# block 1

### Register map, names as in the netlist, block 1

Scale bar: 20 µm.
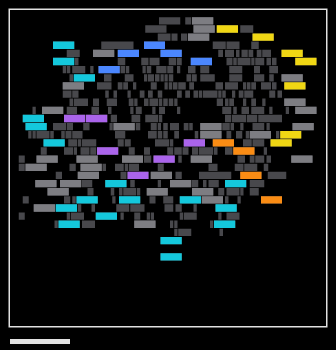
`src/rtl/train_section_controller.sv`:
```
// Block-section controller: debounced track sensors drive per-section occupancy
// with conflict latching, plus a scanned seven-segment status display.
module train_section_controller #(
    parameter int N_SENSORS       = 6,
    parameter int DEBOUNCE_CYCLES = 4,
    parameter int N_DIGITS        = 4,
    parameter int REFRESH_DIV     = 16
) (
    input  logic                         clk,
    input  logic                         rst,
    input  logic [N_SENSORS-1:0]         sensors,
    input  logic                         dir,
    input  logic                         fault_clr,
    output logic [N_SENSORS-2:0]         occ,
    output logic [$clog2(N_SENSORS)-1:0] train_count,
    output logic                         fault,
    output logic [N_DIGITS-1:0]          an,
    output logic [6:0]                   seg7
);
    localparam int NSEC = N_SENSORS - 1;
    localparam int TCW  = $clog2(N_SENSORS);
    localparam int DCW  = $clog2(DEBOUNCE_CYCLES + 1);
    localparam int RCW  = (REFRESH_DIV > 1) ? $clog2(REFRESH_DIV) : 1;
    localparam int DIW  = $clog2(N_DIGITS);

    typedef enum logic {
        S_RUN   = 1'b0,
        S_FAULT = 1'b1
    } state_t;

    state_t               state_q, state_d;
    logic [N_SENSORS-1:0] sync1_q, sync2_q, filt_q, filt_prev_q;
    logic [N_SENSORS-1:0] filt_d;
    logic [N_SENSORS-1:0] evt;
    logic [NSEC-1:0]      occ_q, occ_d;
    logic [NSEC-1:0]      set_vec, clr_vec;
    logic                 conflict;
    logic                 dir_q, dir_d;
    logic [3:0]           last_q, last_d;
    logic [TCW-1:0]       train_count_q, train_count_d;
    logic [RCW-1:0]       refresh_q, refresh_d;
    logic [DIW-1:0]       digit_q, digit_d;
    logic [N_DIGITS-1:0]  an_q, an_d;
    logic [6:0]           seg7_q, seg7_d;
    logic [3:0]           nib;
    logic                 blank;

    function automatic logic [6:0] hex_glyph(input logic [3:0] v);
        case (v)
            4'h0: hex_glyph = 7'b1000000;
            4'h1: hex_glyph = 7'b1111001;
            4'h2: hex_glyph = 7'b0100100;
            4'h3: hex_glyph = 7'b0110000;
            4'h4: hex_glyph = 7'b0011001;
            4'h5: hex_glyph = 7'b0010010;
            4'h6: hex_glyph = 7'b0000010;
            4'h7: hex_glyph = 7'b1111000;
            4'h8: hex_glyph = 7'b0000000;
            4'h9: hex_glyph = 7'b0010000;
            4'hA: hex_glyph = 7'b0001000;
            4'hB: hex_glyph = 7'b0000011;
            4'hC: hex_glyph = 7'b1000110;
            4'hD: hex_glyph = 7'b0100001;
            4'hE: hex_glyph = 7'b0000110;
            default: hex_glyph = 7'b0001110;
        endcase
    endfunction

    always_ff @(posedge clk) begin
        if (rst) begin
            sync1_q     <= '0;
            sync2_q     <= '0;
            filt_q      <= '0;
            filt_prev_q <= '0;
        end else begin
            sync1_q     <= sensors;
            sync2_q     <= sync1_q;
            filt_q      <= filt_d;
            filt_prev_q <= filt_q;
        end
    end

    genvar gi;
    generate
        for (gi = 0; gi < N_SENSORS; gi++) begin : g_debounce
            logic [DCW-1:0] cnt_q, cnt_d;
            logic           filt_nx;

            // Count consecutive disagreeing samples; any agreeing sample restarts.
            always_comb begin
                cnt_d   = '0;
                filt_nx = filt_q[gi];
                if (sync2_q[gi] != filt_q[gi]) begin
                    if (cnt_q == DCW'(DEBOUNCE_CYCLES - 1)) begin
                        filt_nx = sync2_q[gi];
                    end else begin
                        cnt_d = cnt_q + DCW'(1);
                    end
                end
            end

            always_ff @(posedge clk) begin
                if (rst) begin
                    cnt_q <= '0;
                end else begin
                    cnt_q <= cnt_d;
                end
            end

            assign filt_d[gi] = filt_nx;
        end
    endgenerate

    assign evt = filt_q & ~filt_prev_q;

    generate
        for (gi = 0; gi < NSEC; gi++) begin : g_section
            assign set_vec[gi] = dir_q ? evt[gi+1] : evt[gi];
            assign clr_vec[gi] = dir_q ? evt[gi]   : evt[gi+1];
        end
    endgenerate

    // A clear of the same section in the same cycle cancels the conflict.
    assign conflict = |(set_vec & occ_q & ~clr_vec);

    always_ff @(posedge clk) begin
        if (rst) begin
            state_q <= S_RUN;
        end else begin
            state_q <= state_d;
        end
    end

    always_comb begin
        state_d = state_q;
        case (state_q)
            S_RUN:   if (conflict) state_d = S_FAULT;
            S_FAULT: if (fault_clr && !conflict) state_d = S_RUN;
            default: state_d = S_RUN;
        endcase
    end

    always_comb begin
        fault = (state_q == S_FAULT);
    end

    always_comb begin
        occ_d  = occ_q;
        dir_d  = dir_q;
        last_d = last_q;
        for (int i = 0; i < N_SENSORS; i++) begin
            if (evt[i]) last_d = 4'(i);
        end
        if (state_q == S_RUN) begin
            if (!conflict) occ_d = (occ_q | set_vec) & ~clr_vec;
            if (occ_q == '0 && evt == '0) dir_d = dir;
        end else if (fault_clr && !conflict) begin
            occ_d = '0;
        end
        train_count_d = '0;
        for (int i = 0; i < NSEC; i++) begin
            train_count_d = train_count_d + TCW'(occ_q[i]);
        end
    end

    always_ff @(posedge clk) begin
        if (rst) begin
            occ_q         <= '0;
            dir_q         <= 1'b0;
            last_q        <= '0;
            train_count_q <= '0;
        end else begin
            occ_q         <= occ_d;
            dir_q         <= dir_d;
            last_q        <= last_d;
            train_count_q <= train_count_d;
        end
    end

    always_comb begin
        refresh_d = refresh_q + RCW'(1);
        digit_d   = digit_q;
        if (refresh_q == RCW'(REFRESH_DIV - 1)) begin
            refresh_d = '0;
            digit_d   = (digit_q == DIW'(N_DIGITS - 1)) ? '0 : digit_q + DIW'(1);
        end
    end

    // Glyph and enable are built from the upcoming digit index so both
    // registers switch on the same edge as the index itself.
    always_comb begin
        nib   = 4'h0;
        blank = 1'b1;
        if (digit_d == DIW'(0)) begin
            nib   = 4'(train_count_q);
            blank = 1'b0;
        end else if (digit_d == DIW'(1)) begin
            nib   = last_q;
            blank = 1'b0;
        end else if (digit_d == DIW'(2)) begin
            nib   = dir_q ? 4'hB : 4'hF;
            blank = 1'b0;
        end else if (digit_d == DIW'(3)) begin
            nib   = 4'hE;
            blank = !fault;
        end
        an_d   = ~(N_DIGITS'(1) << digit_d);
        seg7_d = blank ? 7'b1111111 : hex_glyph(nib);
    end

    always_ff @(posedge clk) begin
        if (rst) begin
            refresh_q <= '0;
            digit_q   <= '0;
            an_q      <= ~N_DIGITS'(1);
            seg7_q    <= 7'b1000000;
        end else begin
            refresh_q <= refresh_d;
            digit_q   <= digit_d;
            an_q      <= an_d;
            seg7_q    <= seg7_d;
        end
    end

    assign occ         = occ_q;
    assign train_count = train_count_q;
    assign an          = an_q;
    assign seg7        = seg7_q;

endmodule

```
`config.mk`:
```
export PLATFORM = sky130hd
export DESIGN_NAME = train_section_controller
export DESIGN_NICKNAME = d
export VERILOG_FILES = /design/src/rtl/train_section_controller.sv
export SDC_FILE = /design/constraint.sdc
export NUM_CORES = 1
export LEC_CHECK = 0
export CORE_MARGIN = 2
export CORE_UTILIZATION = 30
export CTS_CLUSTER_SIZE = 8
export DETAILED_ROUTE_END_ITERATION = 10
export DONT_BUFFER_PORTS = 1
export GPL_TIMING_DRIVEN = 0
export RECOVER_POWER = 50
export SLEW_MARGIN = 10
export SYNTH_ARGS = -nofsm -noshare
export SYNTH_HDL_FRONTEND = slang
export SYNTH_SLANG_ARGS = --single-unit
export TNS_END_PERCENT = 1
```
`constraint.sdc`:
```
create_clock -name clk -period 3.3 [get_ports clk]
set_input_delay 0.66 -clock clk [delete_from_list [all_inputs] [get_ports clk]]
set_output_delay 0.66 -clock clk [all_outputs]
set_load 0.02 [all_outputs]
```
==> run_results.csv <==
group,metric,value,unit
final_layout,seq_area_frac,0.4132,
yosys,avgSynthCellArea,9.474,µm²
pwr,swShare,0.2167,
yosys,ys_sh_adder,0.1058,
grt,use_met1,0.1370,
final_layout,final_cell_mix,"72 x dfxtp_1, 50 x nor2_1, 23 x nor2b_1, 23 x ha_1, 22 x a21oi_1",
clock_tree,postCtsSetupBuffers,0,
outcome,status,"complete, no violations",
yosys,ys_top_cells_by_count,"72 x dfxtp_1, 50 x nor2_1, 23 x ha_1, 23 x nor2b_1, 22 x a21oi_1",
final_layout,largest_class,"multi-input combinational cells",
critical_path,critPathMaxFanout,10,
placement,placed_area,3268,µm²
routing,drt_first_iter_violations,88,
yosys,top_area_frac,0.4653,
grt,grt_use_total,0.1199,
yosys,synthCells,327,
yosys,synth.distinct_cells,42,
critical_path,arrival,3060,ps
grt,grt_pass1_vias,2243,
final_layout,stdcell_count,479,
final_layout,final_area,3488,µm²
final_layout,nClkBuffers,9,
Notes on 'Register map, names as in the netlist' of block 1 above:
- refresh_q: orange (placed flops 4; where east)
- g_debounce.cnt_q: cyan (placed flops 18)
- filt_prev_q: purple (placed flops 6)
- seg7: yellow (placed flops 7; where north-east)
- occ: blue (placed flops 5; where north)
- not colored: 32


# block 2

===== src/rtl/traffic_light_controller_n_pkg.sv =====
// traffic_light_controller_n_pkg: shared light colours, FSM states and default timings
package traffic_light_controller_n_pkg;

    typedef enum logic [1:0] {
        COL_RED    = 2'd0,
        COL_YELLOW = 2'd1,
        COL_GREEN  = 2'd2
    } colors_t;

    typedef enum logic [2:0] {
        IDLE,
        GREEN,
        YELLOW,
        ALLRED,
        PRE_GREEN
    } phase_state_t;

    localparam int DEF_NUM_PHASES = 3;
    localparam int DEF_GREEN_MIN  = 5;
    localparam int DEF_GREEN_MAX  = 10;
    localparam int DEF_YELLOW_CYC = 2;
    localparam int DEF_ALLRED_CYC = 1;

    // Index width that never collapses to zero bits for tiny phase counts
    function automatic int clog2_min1(input int n);
        return (n <= 2) ? 1 : $clog2(n);
    endfunction

endpackage


===== src/rtl/traffic_light_controller_n_rr_phase_arbiter.sv =====
// rr_phase_arbiter: combinational round-robin pick of the first request after last_served
module rr_phase_arbiter
    import traffic_light_controller_n_pkg::*;
#(
    parameter int NUM_PHASES = DEF_NUM_PHASES,
    parameter int PH_W       = clog2_min1(NUM_PHASES)
) (
    input  logic [NUM_PHASES-1:0] req_i,
    input  logic [PH_W-1:0]       last_i,
    output logic [PH_W-1:0]       grant_o,
    output logic                  grant_valid_o
);

    logic [PH_W-1:0] k;

    // Scan from farthest to nearest so the nearest set request after last_i wins
    always_comb begin
        grant_o       = '0;
        grant_valid_o = 1'b0;
        k             = '0;
        for (int i = NUM_PHASES; i >= 1; i--) begin
            k = PH_W'((int'(last_i) + i) % NUM_PHASES);
            if (req_i[k]) begin
                grant_o       = k;
                grant_valid_o = 1'b1;
            end
        end
    end

endmodule


===== src/rtl/traffic_light_controller_n.sv =====
// traffic_light_controller_n: N-phase round-robin intersection controller with emergency preempt
module traffic_light_controller_n
    import traffic_light_controller_n_pkg::*;
#(
    parameter int NUM_PHASES = DEF_NUM_PHASES,
    parameter int GREEN_MIN  = DEF_GREEN_MIN,
    parameter int GREEN_MAX  = DEF_GREEN_MAX,
    parameter int YELLOW_CYC = DEF_YELLOW_CYC,
    parameter int ALLRED_CYC = DEF_ALLRED_CYC,
    parameter int PH_W       = clog2_min1(NUM_PHASES),
    parameter int CNT_W      = $clog2(GREEN_MAX + 1)
) (
    input  logic                     clk,
    input  logic                     reset,
    input  logic [NUM_PHASES-1:0]    sensor_i,
    input  logic                     preempt_req_i,
    input  logic [PH_W-1:0]          preempt_phase_i,
    output colors_t [NUM_PHASES-1:0] lights_o,
    output logic [PH_W-1:0]          active_phase_o,
    output logic                     preempt_active_o
);

    localparam logic [CNT_W-1:0] ONE   = CNT_W'(1);
    localparam logic [CNT_W-1:0] G_MIN = CNT_W'(GREEN_MIN);
    localparam logic [CNT_W-1:0] G_MAX = CNT_W'(GREEN_MAX);
    localparam logic [CNT_W-1:0] Y_CYC = CNT_W'(YELLOW_CYC);
    localparam logic [CNT_W-1:0] A_CYC = CNT_W'(ALLRED_CYC);

    phase_state_t              state_q, state_d;
    logic [PH_W-1:0]           ph_q, ph_d, last_q, last_d, act_q, act_d;
    logic [CNT_W-1:0]          tmr_q, tmr_d;
    logic                      pa_q, pa_d;
    colors_t [NUM_PHASES-1:0]  lights_q, lights_d;
    logic [PH_W-1:0]           gnt;
    logic                      gnt_v, own, others, lit;
    logic [NUM_PHASES-1:0]     own_mask;

    rr_phase_arbiter #(.NUM_PHASES(NUM_PHASES), .PH_W(PH_W)) u_arb (
        .req_i         (sensor_i),
        .last_i        (last_q),
        .grant_o       (gnt),
        .grant_valid_o (gnt_v)
    );

    assign own_mask = NUM_PHASES'(1) << ph_q;
    assign own      = |(sensor_i & own_mask);
    assign others   = |(sensor_i & ~own_mask);

    // Next-state logic; ph_d also carries the preempt target in PRE_GREEN, which may be out of range
    always_comb begin
        state_d = state_q;
        ph_d    = ph_q;
        last_d  = last_q;
        tmr_d   = tmr_q;
        pa_d    = pa_q;
        case (state_q)
            IDLE: begin
                if (preempt_req_i) begin
                    state_d = PRE_GREEN;
                    ph_d    = preempt_phase_i;
                    pa_d    = 1'b1;
                end else if (gnt_v) begin
                    state_d = GREEN;
                    ph_d    = gnt;
                    last_d  = gnt;
                    tmr_d   = ONE;
                end
            end
            GREEN: begin
                if (preempt_req_i && preempt_phase_i == ph_q) begin
                    state_d = PRE_GREEN;
                    pa_d    = 1'b1;
                end else if (preempt_req_i || (tmr_q >= G_MIN && !own) || (tmr_q >= G_MAX && others)) begin
                    state_d = YELLOW;
                    tmr_d   = ONE;
                    pa_d    = preempt_req_i;
                end else if (tmr_q < G_MAX) begin
                    tmr_d = tmr_q + ONE;
                end
            end
            YELLOW: begin
                pa_d    = preempt_req_i;
                state_d = (tmr_q == Y_CYC) ? ALLRED : YELLOW;
                tmr_d   = (tmr_q == Y_CYC) ? ONE : tmr_q + ONE;
            end
            ALLRED: begin
                pa_d  = preempt_req_i;
                tmr_d = tmr_q + ONE;
                if (tmr_q == A_CYC) begin
                    tmr_d   = '0;
                    state_d = IDLE;
                    if (preempt_req_i) begin
                        state_d = PRE_GREEN;
                        ph_d    = preempt_phase_i;
                    end else if (gnt_v) begin
                        state_d = GREEN;
                        ph_d    = gnt;
                        last_d  = gnt;
                        tmr_d   = ONE;
                    end
                end
            end
            PRE_GREEN: begin
                if (!preempt_req_i) begin
                    pa_d  = 1'b0;
                    tmr_d = ONE;
                    if (int'(ph_q) < NUM_PHASES) begin
                        state_d = YELLOW;
                        last_d  = ph_q;
                    end else begin
                        state_d = ALLRED;
                    end
                end
            end
            default: state_d = IDLE;
        endcase
        lit   = (state_d inside {GREEN, YELLOW, PRE_GREEN}) && (int'(ph_d) < NUM_PHASES);
        act_d = lit ? ph_d : '0;
        for (int i = 0; i < NUM_PHASES; i++)
            lights_d[i] = (!lit || ph_d != PH_W'(i)) ? COL_RED : (state_d == YELLOW) ? COL_YELLOW : COL_GREEN;
    end

    // State and registered outputs; reset forces all-red with phase 0 next in line
    always_ff @(posedge clk or posedge reset) begin
        if (reset) begin
            state_q  <= IDLE;
            ph_q     <= '0;
            last_q   <= PH_W'(NUM_PHASES - 1);
            tmr_q    <= '0;
            pa_q     <= 1'b0;
            act_q    <= '0;
            lights_q <= {NUM_PHASES{COL_RED}};
        end else begin
            state_q  <= state_d;
            ph_q     <= ph_d;
            last_q   <= last_d;
            tmr_q    <= tmr_d;
            pa_q     <= pa_d;
            act_q    <= act_d;
            lights_q <= lights_d;
        end
    end

    assign lights_o         = lights_q;
    assign active_phase_o   = act_q;
    assign preempt_active_o = pa_q;

endmodule


===== config.mk =====
export PLATFORM = sky130hd
export DESIGN_NAME = traffic_light_controller_n
export DESIGN_NICKNAME = d
export VERILOG_FILES = /design/src/rtl/traffic_light_controller_n_pkg.sv /design/src/rtl/traffic_light_controller_n_rr_phase_arbiter.sv /design/src/rtl/traffic_light_controller_n.sv
export SDC_FILE = /design/constraint.sdc
export NUM_CORES = 1
export LEC_CHECK = 0
export CAP_MARGIN = 20
export CELL_PAD_IN_SITES_DETAIL_PLACEMENT = 0
export CELL_PAD_IN_SITES_GLOBAL_PLACEMENT = 1
export CORE_MARGIN = 2
export CORE_UTILIZATION = 39
export CTS_CLUSTER_DIAMETER = 100
export CTS_CLUSTER_SIZE = 14
export DETAILED_ROUTE_END_ITERATION = 10
export PLACE_DENSITY_LB_ADDON = 0.1
export SYNTH_ARGS = -nofsm -noshare
export SYNTH_HDL_FRONTEND = slang
export SYNTH_SLANG_ARGS = --single-unit

===== constraint.sdc =====
create_clock -name clk -period 2 [get_ports clk]
set_input_delay 0.4 -clock clk [delete_from_list [all_inputs] [get_ports clk]]
set_output_delay 0.4 -clock clk [all_outputs]
set_load 0.01 [all_outputs]

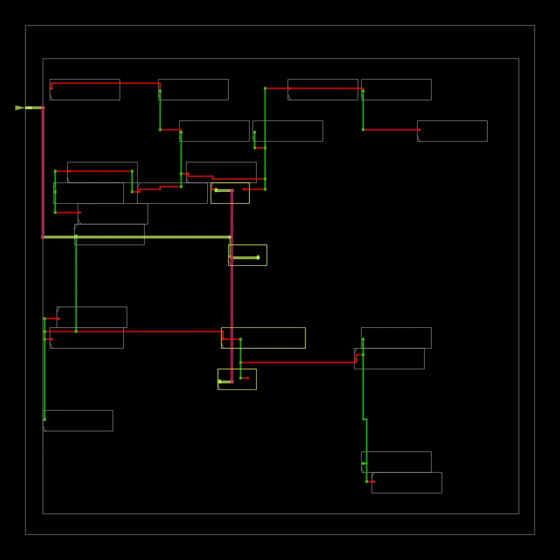
*Clock routing, block 2*
CTS Buf Count: 3
clk sinks: 20
Fin Clk Skew: 5.108 ps

==> run_results.csv <==
group,metric,value,unit
final_layout,fin_util,0.6534,
outcome,violations,"negative setup slack",
yosys,yosysCellCount,165,
routing,first_pass_iters,4,
outcome,status,"complete, but fails checks",
pwr,p_clk_frac,0.105,
critical_path,critPathKind,"reg -> reg",
yosys,ys_sh_adder,0.05511,
floorplan,die_w,66.92,µm
critical_path,arrival,2300,ps
final_layout,largest_register_ff_count,6,
routing,met3WireLength,120,µm
sta,rsz0062_at_grt,"yes",
critical_path,timing.rr.end,"lights_o[5]",
sta,worst_slack,-116.8,ps
placement,dp_slack,-400.8,ps
grt,grtUsageMet3,0.03041,
final_layout,mi_logic_area,1195,µm²
pwr,power_switching,1.598,mW
final_layout,syn_to_final_growth,58.43,%
final_layout,num_antenna_cells,0,
final_layout,seq_cells,20,
sta,setup_viol_count_final,15,
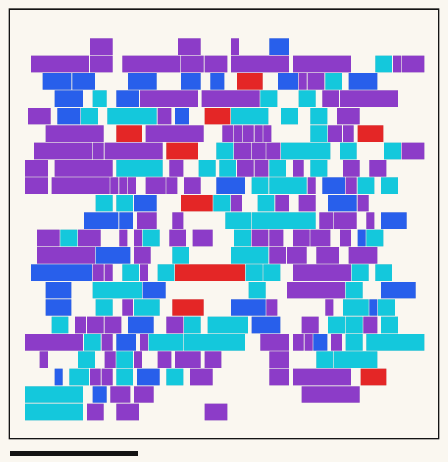
*Cells by drive strength, block 2*
Scale bar: 20 µm.
- x1 and smaller: purple (cells 120; share 52%)
- x6 and larger: red (cells 9; share 3.9%)
- x3 and x4: cyan (cells 69; share 30%)
- x2: blue (cells 35; share 15%)


# block 3

### M2 wires, block 3

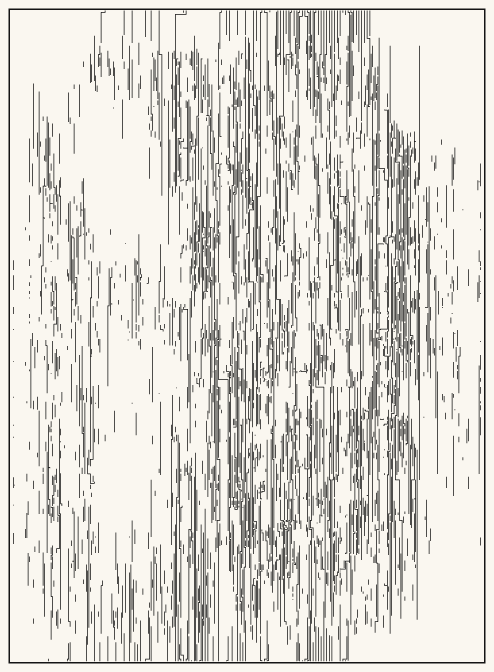
### Cells by drive strength, block 3

Scale bar: 50 µm.
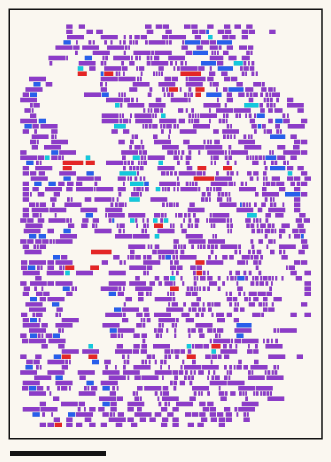
### Clock routing, block 3

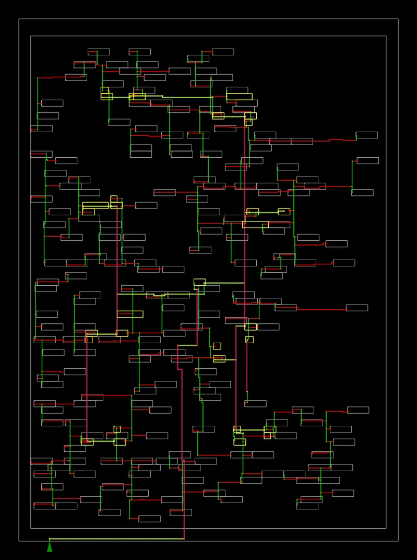
<file path="src/rtl/pc_fetch_unit_pkg.sv">
// rtl/pc_fetch_unit_pkg.sv - shared fetch-stage types, next-PC select codes and reset PC
package pc_fetch_unit_pkg;

  typedef enum logic [1:0] {
    ST_FETCH = 2'd0,
    ST_HOLD  = 2'd1,
    ST_DRAIN = 2'd2
  } fetch_state_e;

  localparam logic [1:0] SEL_SEQ = 2'b00;
  localparam logic [1:0] SEL_BR  = 2'b01;
  localparam logic [1:0] SEL_J   = 2'b10;
  localparam logic [1:0] SEL_JR  = 2'b11;

  localparam logic [31:0] RESET_PC_DEFAULT = 32'h0000_0000;

endpackage

</file>
<file path="src/rtl/pc_fetch_unit_if.sv">
// rtl/pc_fetch_unit_if.sv - instruction memory request/ack bus between fetch unit and memory
interface pc_fetch_unit_if;
  logic        imem_req;
  logic [31:0] imem_addr;
  logic        imem_ack;
  logic [31:0] imem_rdata;

  modport master (
    output imem_req,
    output imem_addr,
    input  imem_ack,
    input  imem_rdata
  );

  modport slave (
    input  imem_req,
    input  imem_addr,
    output imem_ack,
    output imem_rdata
  );
endinterface

</file>
<file path="src/rtl/pc_fetch_unit_next_pc_calc.sv">
// rtl/pc_fetch_unit_next_pc_calc.sv - combinational redirect target for branch, J and JR
module next_pc_calc
  import pc_fetch_unit_pkg::*;
(
  input  logic [1:0]  sel_in,
  input  logic [31:0] if_pc4,
  input  logic [15:0] branch_offset,
  input  logic [25:0] jump_target,
  input  logic [31:0] jr_addr,
  output logic [31:0] target,
  output logic        jr_misaligned
);

  // Targets are relative to the decode-stage instruction's pc+4, not the fetch pc.
  always_comb begin
    target        = if_pc4;
    jr_misaligned = 1'b0;
    case (sel_in)
      SEL_BR: target = if_pc4 + {{14{branch_offset[15]}}, branch_offset, 2'b00};
      SEL_J:  target = {if_pc4[31:28], jump_target, 2'b00};
      SEL_JR: begin
        // The low bits are forced to zero so the jump still lands on a word.
        target        = {jr_addr[31:2], 2'b00};
        jr_misaligned = |jr_addr[1:0];
      end
      default: target = if_pc4;
    endcase
  end

endmodule

</file>
<file path="src/rtl/pc_fetch_unit.sv">
// rtl/pc_fetch_unit.sv - PC register, instruction fetch sequencing and IF/ID register
module pc_fetch_unit
  import pc_fetch_unit_pkg::*;
#(
  parameter logic [31:0] RESET_PC = RESET_PC_DEFAULT
) (
  input  logic                   clk,
  input  logic                   rst,
  pc_fetch_unit_if.master        imem,
  input  logic [1:0]             sel_in,
  input  logic [15:0]            branch_offset,
  input  logic [25:0]            jump_target,
  input  logic [31:0]            jr_addr,
  input  logic                   stall,
  output logic                   if_valid,
  output logic [31:0]            if_instr,
  output logic [31:0]            if_pc4,
  output logic                   misalign_err
);

  fetch_state_e state_q, state_d;
  logic [31:0]  pc_q, pc_d;
  logic [31:0]  redir_pc_q, redir_pc_d;
  logic [31:0]  hold_instr_q, hold_instr_d;
  logic [31:0]  hold_pc4_q, hold_pc4_d;
  logic         if_valid_q, if_valid_d;
  logic [31:0]  if_instr_q, if_instr_d;
  logic [31:0]  if_pc4_q, if_pc4_d;
  logic         misalign_err_q, misalign_err_d;

  logic [31:0]  target;
  logic         jr_misaligned;
  logic         redirect;
  logic [31:0]  pc_plus4;

  next_pc_calc u_next_pc_calc (
    .sel_in        (sel_in),
    .if_pc4        (if_pc4_q),
    .branch_offset (branch_offset),
    .jump_target   (jump_target),
    .jr_addr       (jr_addr),
    .target        (target),
    .jr_misaligned (jr_misaligned)
  );

  // A redirect only counts when decode holds a real instruction and is consuming it.
  assign redirect = if_valid_q && !stall && (sel_in != SEL_SEQ);
  assign pc_plus4 = pc_q + 32'd4;

  // The request stays up in DRAIN so the outstanding access can complete and be thrown away.
  assign imem.imem_req  = (state_q != ST_HOLD);
  assign imem.imem_addr = pc_q;

  assign if_valid     = if_valid_q;
  assign if_instr     = if_instr_q;
  assign if_pc4       = if_pc4_q;
  assign misalign_err = misalign_err_q;

  // Next-state and datapath updates; redirect beats stall, stall beats advance.
  always_comb begin
    state_d        = state_q;
    pc_d           = pc_q;
    redir_pc_d     = redir_pc_q;
    hold_instr_d   = hold_instr_q;
    hold_pc4_d     = hold_pc4_q;
    if_valid_d     = if_valid_q;
    if_instr_d     = if_instr_q;
    if_pc4_d       = if_pc4_q;
    misalign_err_d = redirect && jr_misaligned;

    case (state_q)
      ST_FETCH: begin
        if (redirect) begin
          if_valid_d = 1'b0;
          if (imem.imem_ack) begin
            pc_d = target;
          end else begin
            redir_pc_d = target;
            state_d    = ST_DRAIN;
          end
        end else if (stall) begin
          if (imem.imem_ack) begin
            hold_instr_d = imem.imem_rdata;
            hold_pc4_d   = pc_plus4;
            pc_d         = pc_plus4;
            state_d      = ST_HOLD;
          end
        end else if (imem.imem_ack) begin
          if_instr_d = imem.imem_rdata;
          if_pc4_d   = pc_plus4;
          if_valid_d = 1'b1;
          pc_d       = pc_plus4;
        end else begin
          if_valid_d = 1'b0;
        end
      end

      ST_HOLD: begin
        if (!stall) begin
          state_d = ST_FETCH;
          if (redirect) begin
            pc_d       = target;
            if_valid_d = 1'b0;
          end else begin
            if_instr_d = hold_instr_q;
            if_pc4_d   = hold_pc4_q;
            if_valid_d = 1'b1;
          end
        end
      end

      ST_DRAIN: begin
        if (imem.imem_ack) begin
          pc_d    = redir_pc_q;
          state_d = ST_FETCH;
        end
      end

      default: state_d = ST_FETCH;
    endcase
  end

  // State and datapath registers with asynchronous reset.
  always_ff @(posedge clk or posedge rst) begin
    if (rst) begin
      state_q        <= ST_FETCH;
      pc_q           <= RESET_PC;
      redir_pc_q     <= 32'd0;
      hold_instr_q   <= 32'd0;
      hold_pc4_q     <= 32'd0;
      if_valid_q     <= 1'b0;
      if_instr_q     <= 32'd0;
      if_pc4_q       <= 32'd0;
      misalign_err_q <= 1'b0;
    end else begin
      state_q        <= state_d;
      pc_q           <= pc_d;
      redir_pc_q     <= redir_pc_d;
      hold_instr_q   <= hold_instr_d;
      hold_pc4_q     <= hold_pc4_d;
      if_valid_q     <= if_valid_d;
      if_instr_q     <= if_instr_d;
      if_pc4_q       <= if_pc4_d;
      misalign_err_q <= misalign_err_d;
    end
  end

endmodule

</file>
<file path="src/flat_wrapper.sv">
// flat-port wrapper written by rule: the top's interface ports become plain ports
module pc_fetch_unit_flat import pc_fetch_unit_pkg::*;
#(
  parameter logic [31:0] RESET_PC = RESET_PC_DEFAULT
)
  (clk, rst, sel_in, branch_offset, jump_target, jr_addr, stall, if_valid, if_instr, if_pc4, misalign_err, imem_imem_req, imem_imem_addr, imem_imem_ack, imem_imem_rdata);
  pc_fetch_unit_if imem_i ();
  input  logic clk;
  input  logic rst;
  input  logic [1:0] sel_in;
  input  logic [15:0] branch_offset;
  input  logic [25:0] jump_target;
  input  logic [31:0] jr_addr;
  input  logic stall;
  output logic if_valid;
  output logic [31:0] if_instr;
  output logic [31:0] if_pc4;
  output logic misalign_err;
  output wire logic [$bits(imem_i.imem_req)-1:0] imem_imem_req;
  output wire logic [$bits(imem_i.imem_addr)-1:0] imem_imem_addr;
  input wire logic [$bits(imem_i.imem_ack)-1:0] imem_imem_ack;
  input wire logic [$bits(imem_i.imem_rdata)-1:0] imem_imem_rdata;
  assign imem_imem_req = imem_i.imem_req;
  assign imem_imem_addr = imem_i.imem_addr;
  assign imem_i.imem_ack = imem_imem_ack;
  assign imem_i.imem_rdata = imem_imem_rdata;
  pc_fetch_unit #(.RESET_PC(RESET_PC)) u_core (.clk(clk), .rst(rst), .imem(imem_i), .sel_in(sel_in), .branch_offset(branch_offset), .jump_target(jump_target), .jr_addr(jr_addr), .stall(stall), .if_valid(if_valid), .if_instr(if_instr), .if_pc4(if_pc4), .misalign_err(misalign_err));
endmodule
</file>
<file path="config.mk">
export PLATFORM = sky130hd
export DESIGN_NAME = pc_fetch_unit_flat
export DESIGN_NICKNAME = d
export VERILOG_FILES = /design/src/rtl/pc_fetch_unit_pkg.sv /design/src/rtl/pc_fetch_unit_if.sv /design/src/rtl/pc_fetch_unit_next_pc_calc.sv /design/src/rtl/pc_fetch_unit.sv /design/src/flat_wrapper.sv
export SDC_FILE = /design/constraint.sdc
export NUM_CORES = 1
export LEC_CHECK = 0
export CORE_ASPECT_RATIO = 1.4
export CORE_MARGIN = 5
export CORE_UTILIZATION = 35
export CTS_BUF_LIST = sky130_fd_sc_hd__clkbuf_4 sky130_fd_sc_hd__clkbuf_8
export DETAILED_ROUTE_END_ITERATION = 10
export PLACE_DENSITY = 0.55
export SLEW_MARGIN = 20
export SYNTH_ARGS = -nofsm -noshare
export SYNTH_HDL_FRONTEND = slang
export SYNTH_SLANG_ARGS = --single-unit
</file>
<file path="constraint.sdc">
create_clock -name clk -period 10.8 [get_ports clk]
set_clock_uncertainty 0.2 [all_clocks]
set_input_delay 2.16 -clock clk [delete_from_list [all_inputs] [get_ports clk]]
set_output_delay 2.16 -clock clk [all_outputs]
set_load 0.02 [all_outputs]
</file>
==> run_results.csv <==
group,metric,value,unit
outcome,status,"complete, no violations",
critical_path,path_cells,"clkdlybuf4s50_1 > ha_1 > nand4_1 > nor3_1 > o2111ai_1 > nand3_1 > a21oi_1 > xnor2_1 > a221oi_1 > o221ai_1 > o21a_1",
placement,dp_hpwl,26.58,mm
run,max_cap_violations,0,
yosys,top_logic_kind,"AND-OR/OR-AND gates",
pwr,swShare,0.4494,
floorplan,die_w,161.5,µm
clock_tree,cts_hold_buf,0,
min_path,hp-class,"reg -> reg",
critical_path,crit_required,10990,ps
yosys,top_area_frac,0.4358,
critical_path,crit_end,"u_core.imem.imem_addr[25]",
yosys,synthMuxAreaShare,0.1127,
grt,met2_usage,0.3441,
sta,relSlewSlack,0.2557,
routing,remaining_drc_errors,0,
yosys,yosysCellCount,1242,
yosys,ys_chip_area,11250,µm²
critical_path,critPathKind,"in -> reg",
final_layout,seq_area_frac,0.3473,
yosys,synth_flops,196,
grt,gr-max-usage-layer,"met2",
floorplan,die_h,222.2,µm
## Picture notes: 'M2 wires' of block 3
- share of all routed wire: 48%
- nets with wire on the layer: 1250
- longest straight run: 70.7 µm
- main direction: vertical

## Picture notes: 'Cells by drive strength' of block 3
- x6 and larger: red (cells 24; share 1.7%)
- x3 and x4: cyan (cells 26; share 1.8%)
- x1 and smaller: purple (cells 1306; share 92%)
- x2: blue (cells 62; share 4.4%)

## Picture notes: 'Clock routing' of block 3
clk sinks: 196
CLK BUF: 20



==> screenshots <==
Close-up of the layout.
shot_01.png
Region (106, 41) to (136, 71) µm. Cells in gray, sequential cells in the stronger gray; small squares are vias.
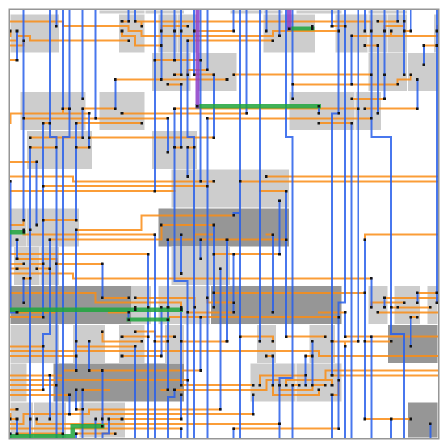
shot_02.png
Region (35, 2) to (65, 32) µm. Cells in gray, sequential cells in the stronger gray; small squares are vias.
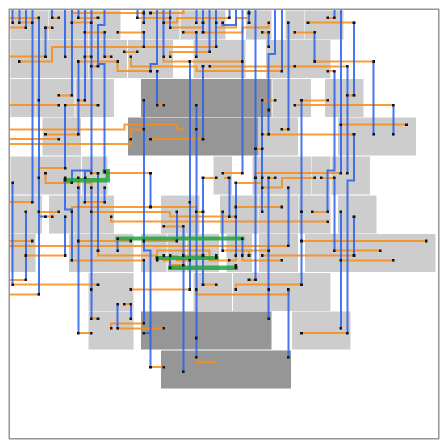
shot_03.png
Region (64, 11) to (94, 41) µm. Cells in gray, sequential cells in the stronger gray; small squares are vias.
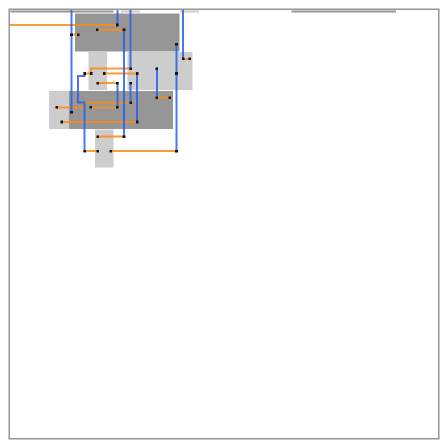
Block 2 is shot_02.png.
Block 1 is shot_03.png.
Block 3 is shot_01.png.

Key to shot_02.png:
- M3: green
- M1: orange
- M2: blue
- netlist names of flops here include: tmr_q (4)
- sequential cells in the window: 4
- cells with their middle in the window: 48
- most frequent: buf_4 (14), dfrtp_1 (4)

Power and IR drop assume default switching activity.
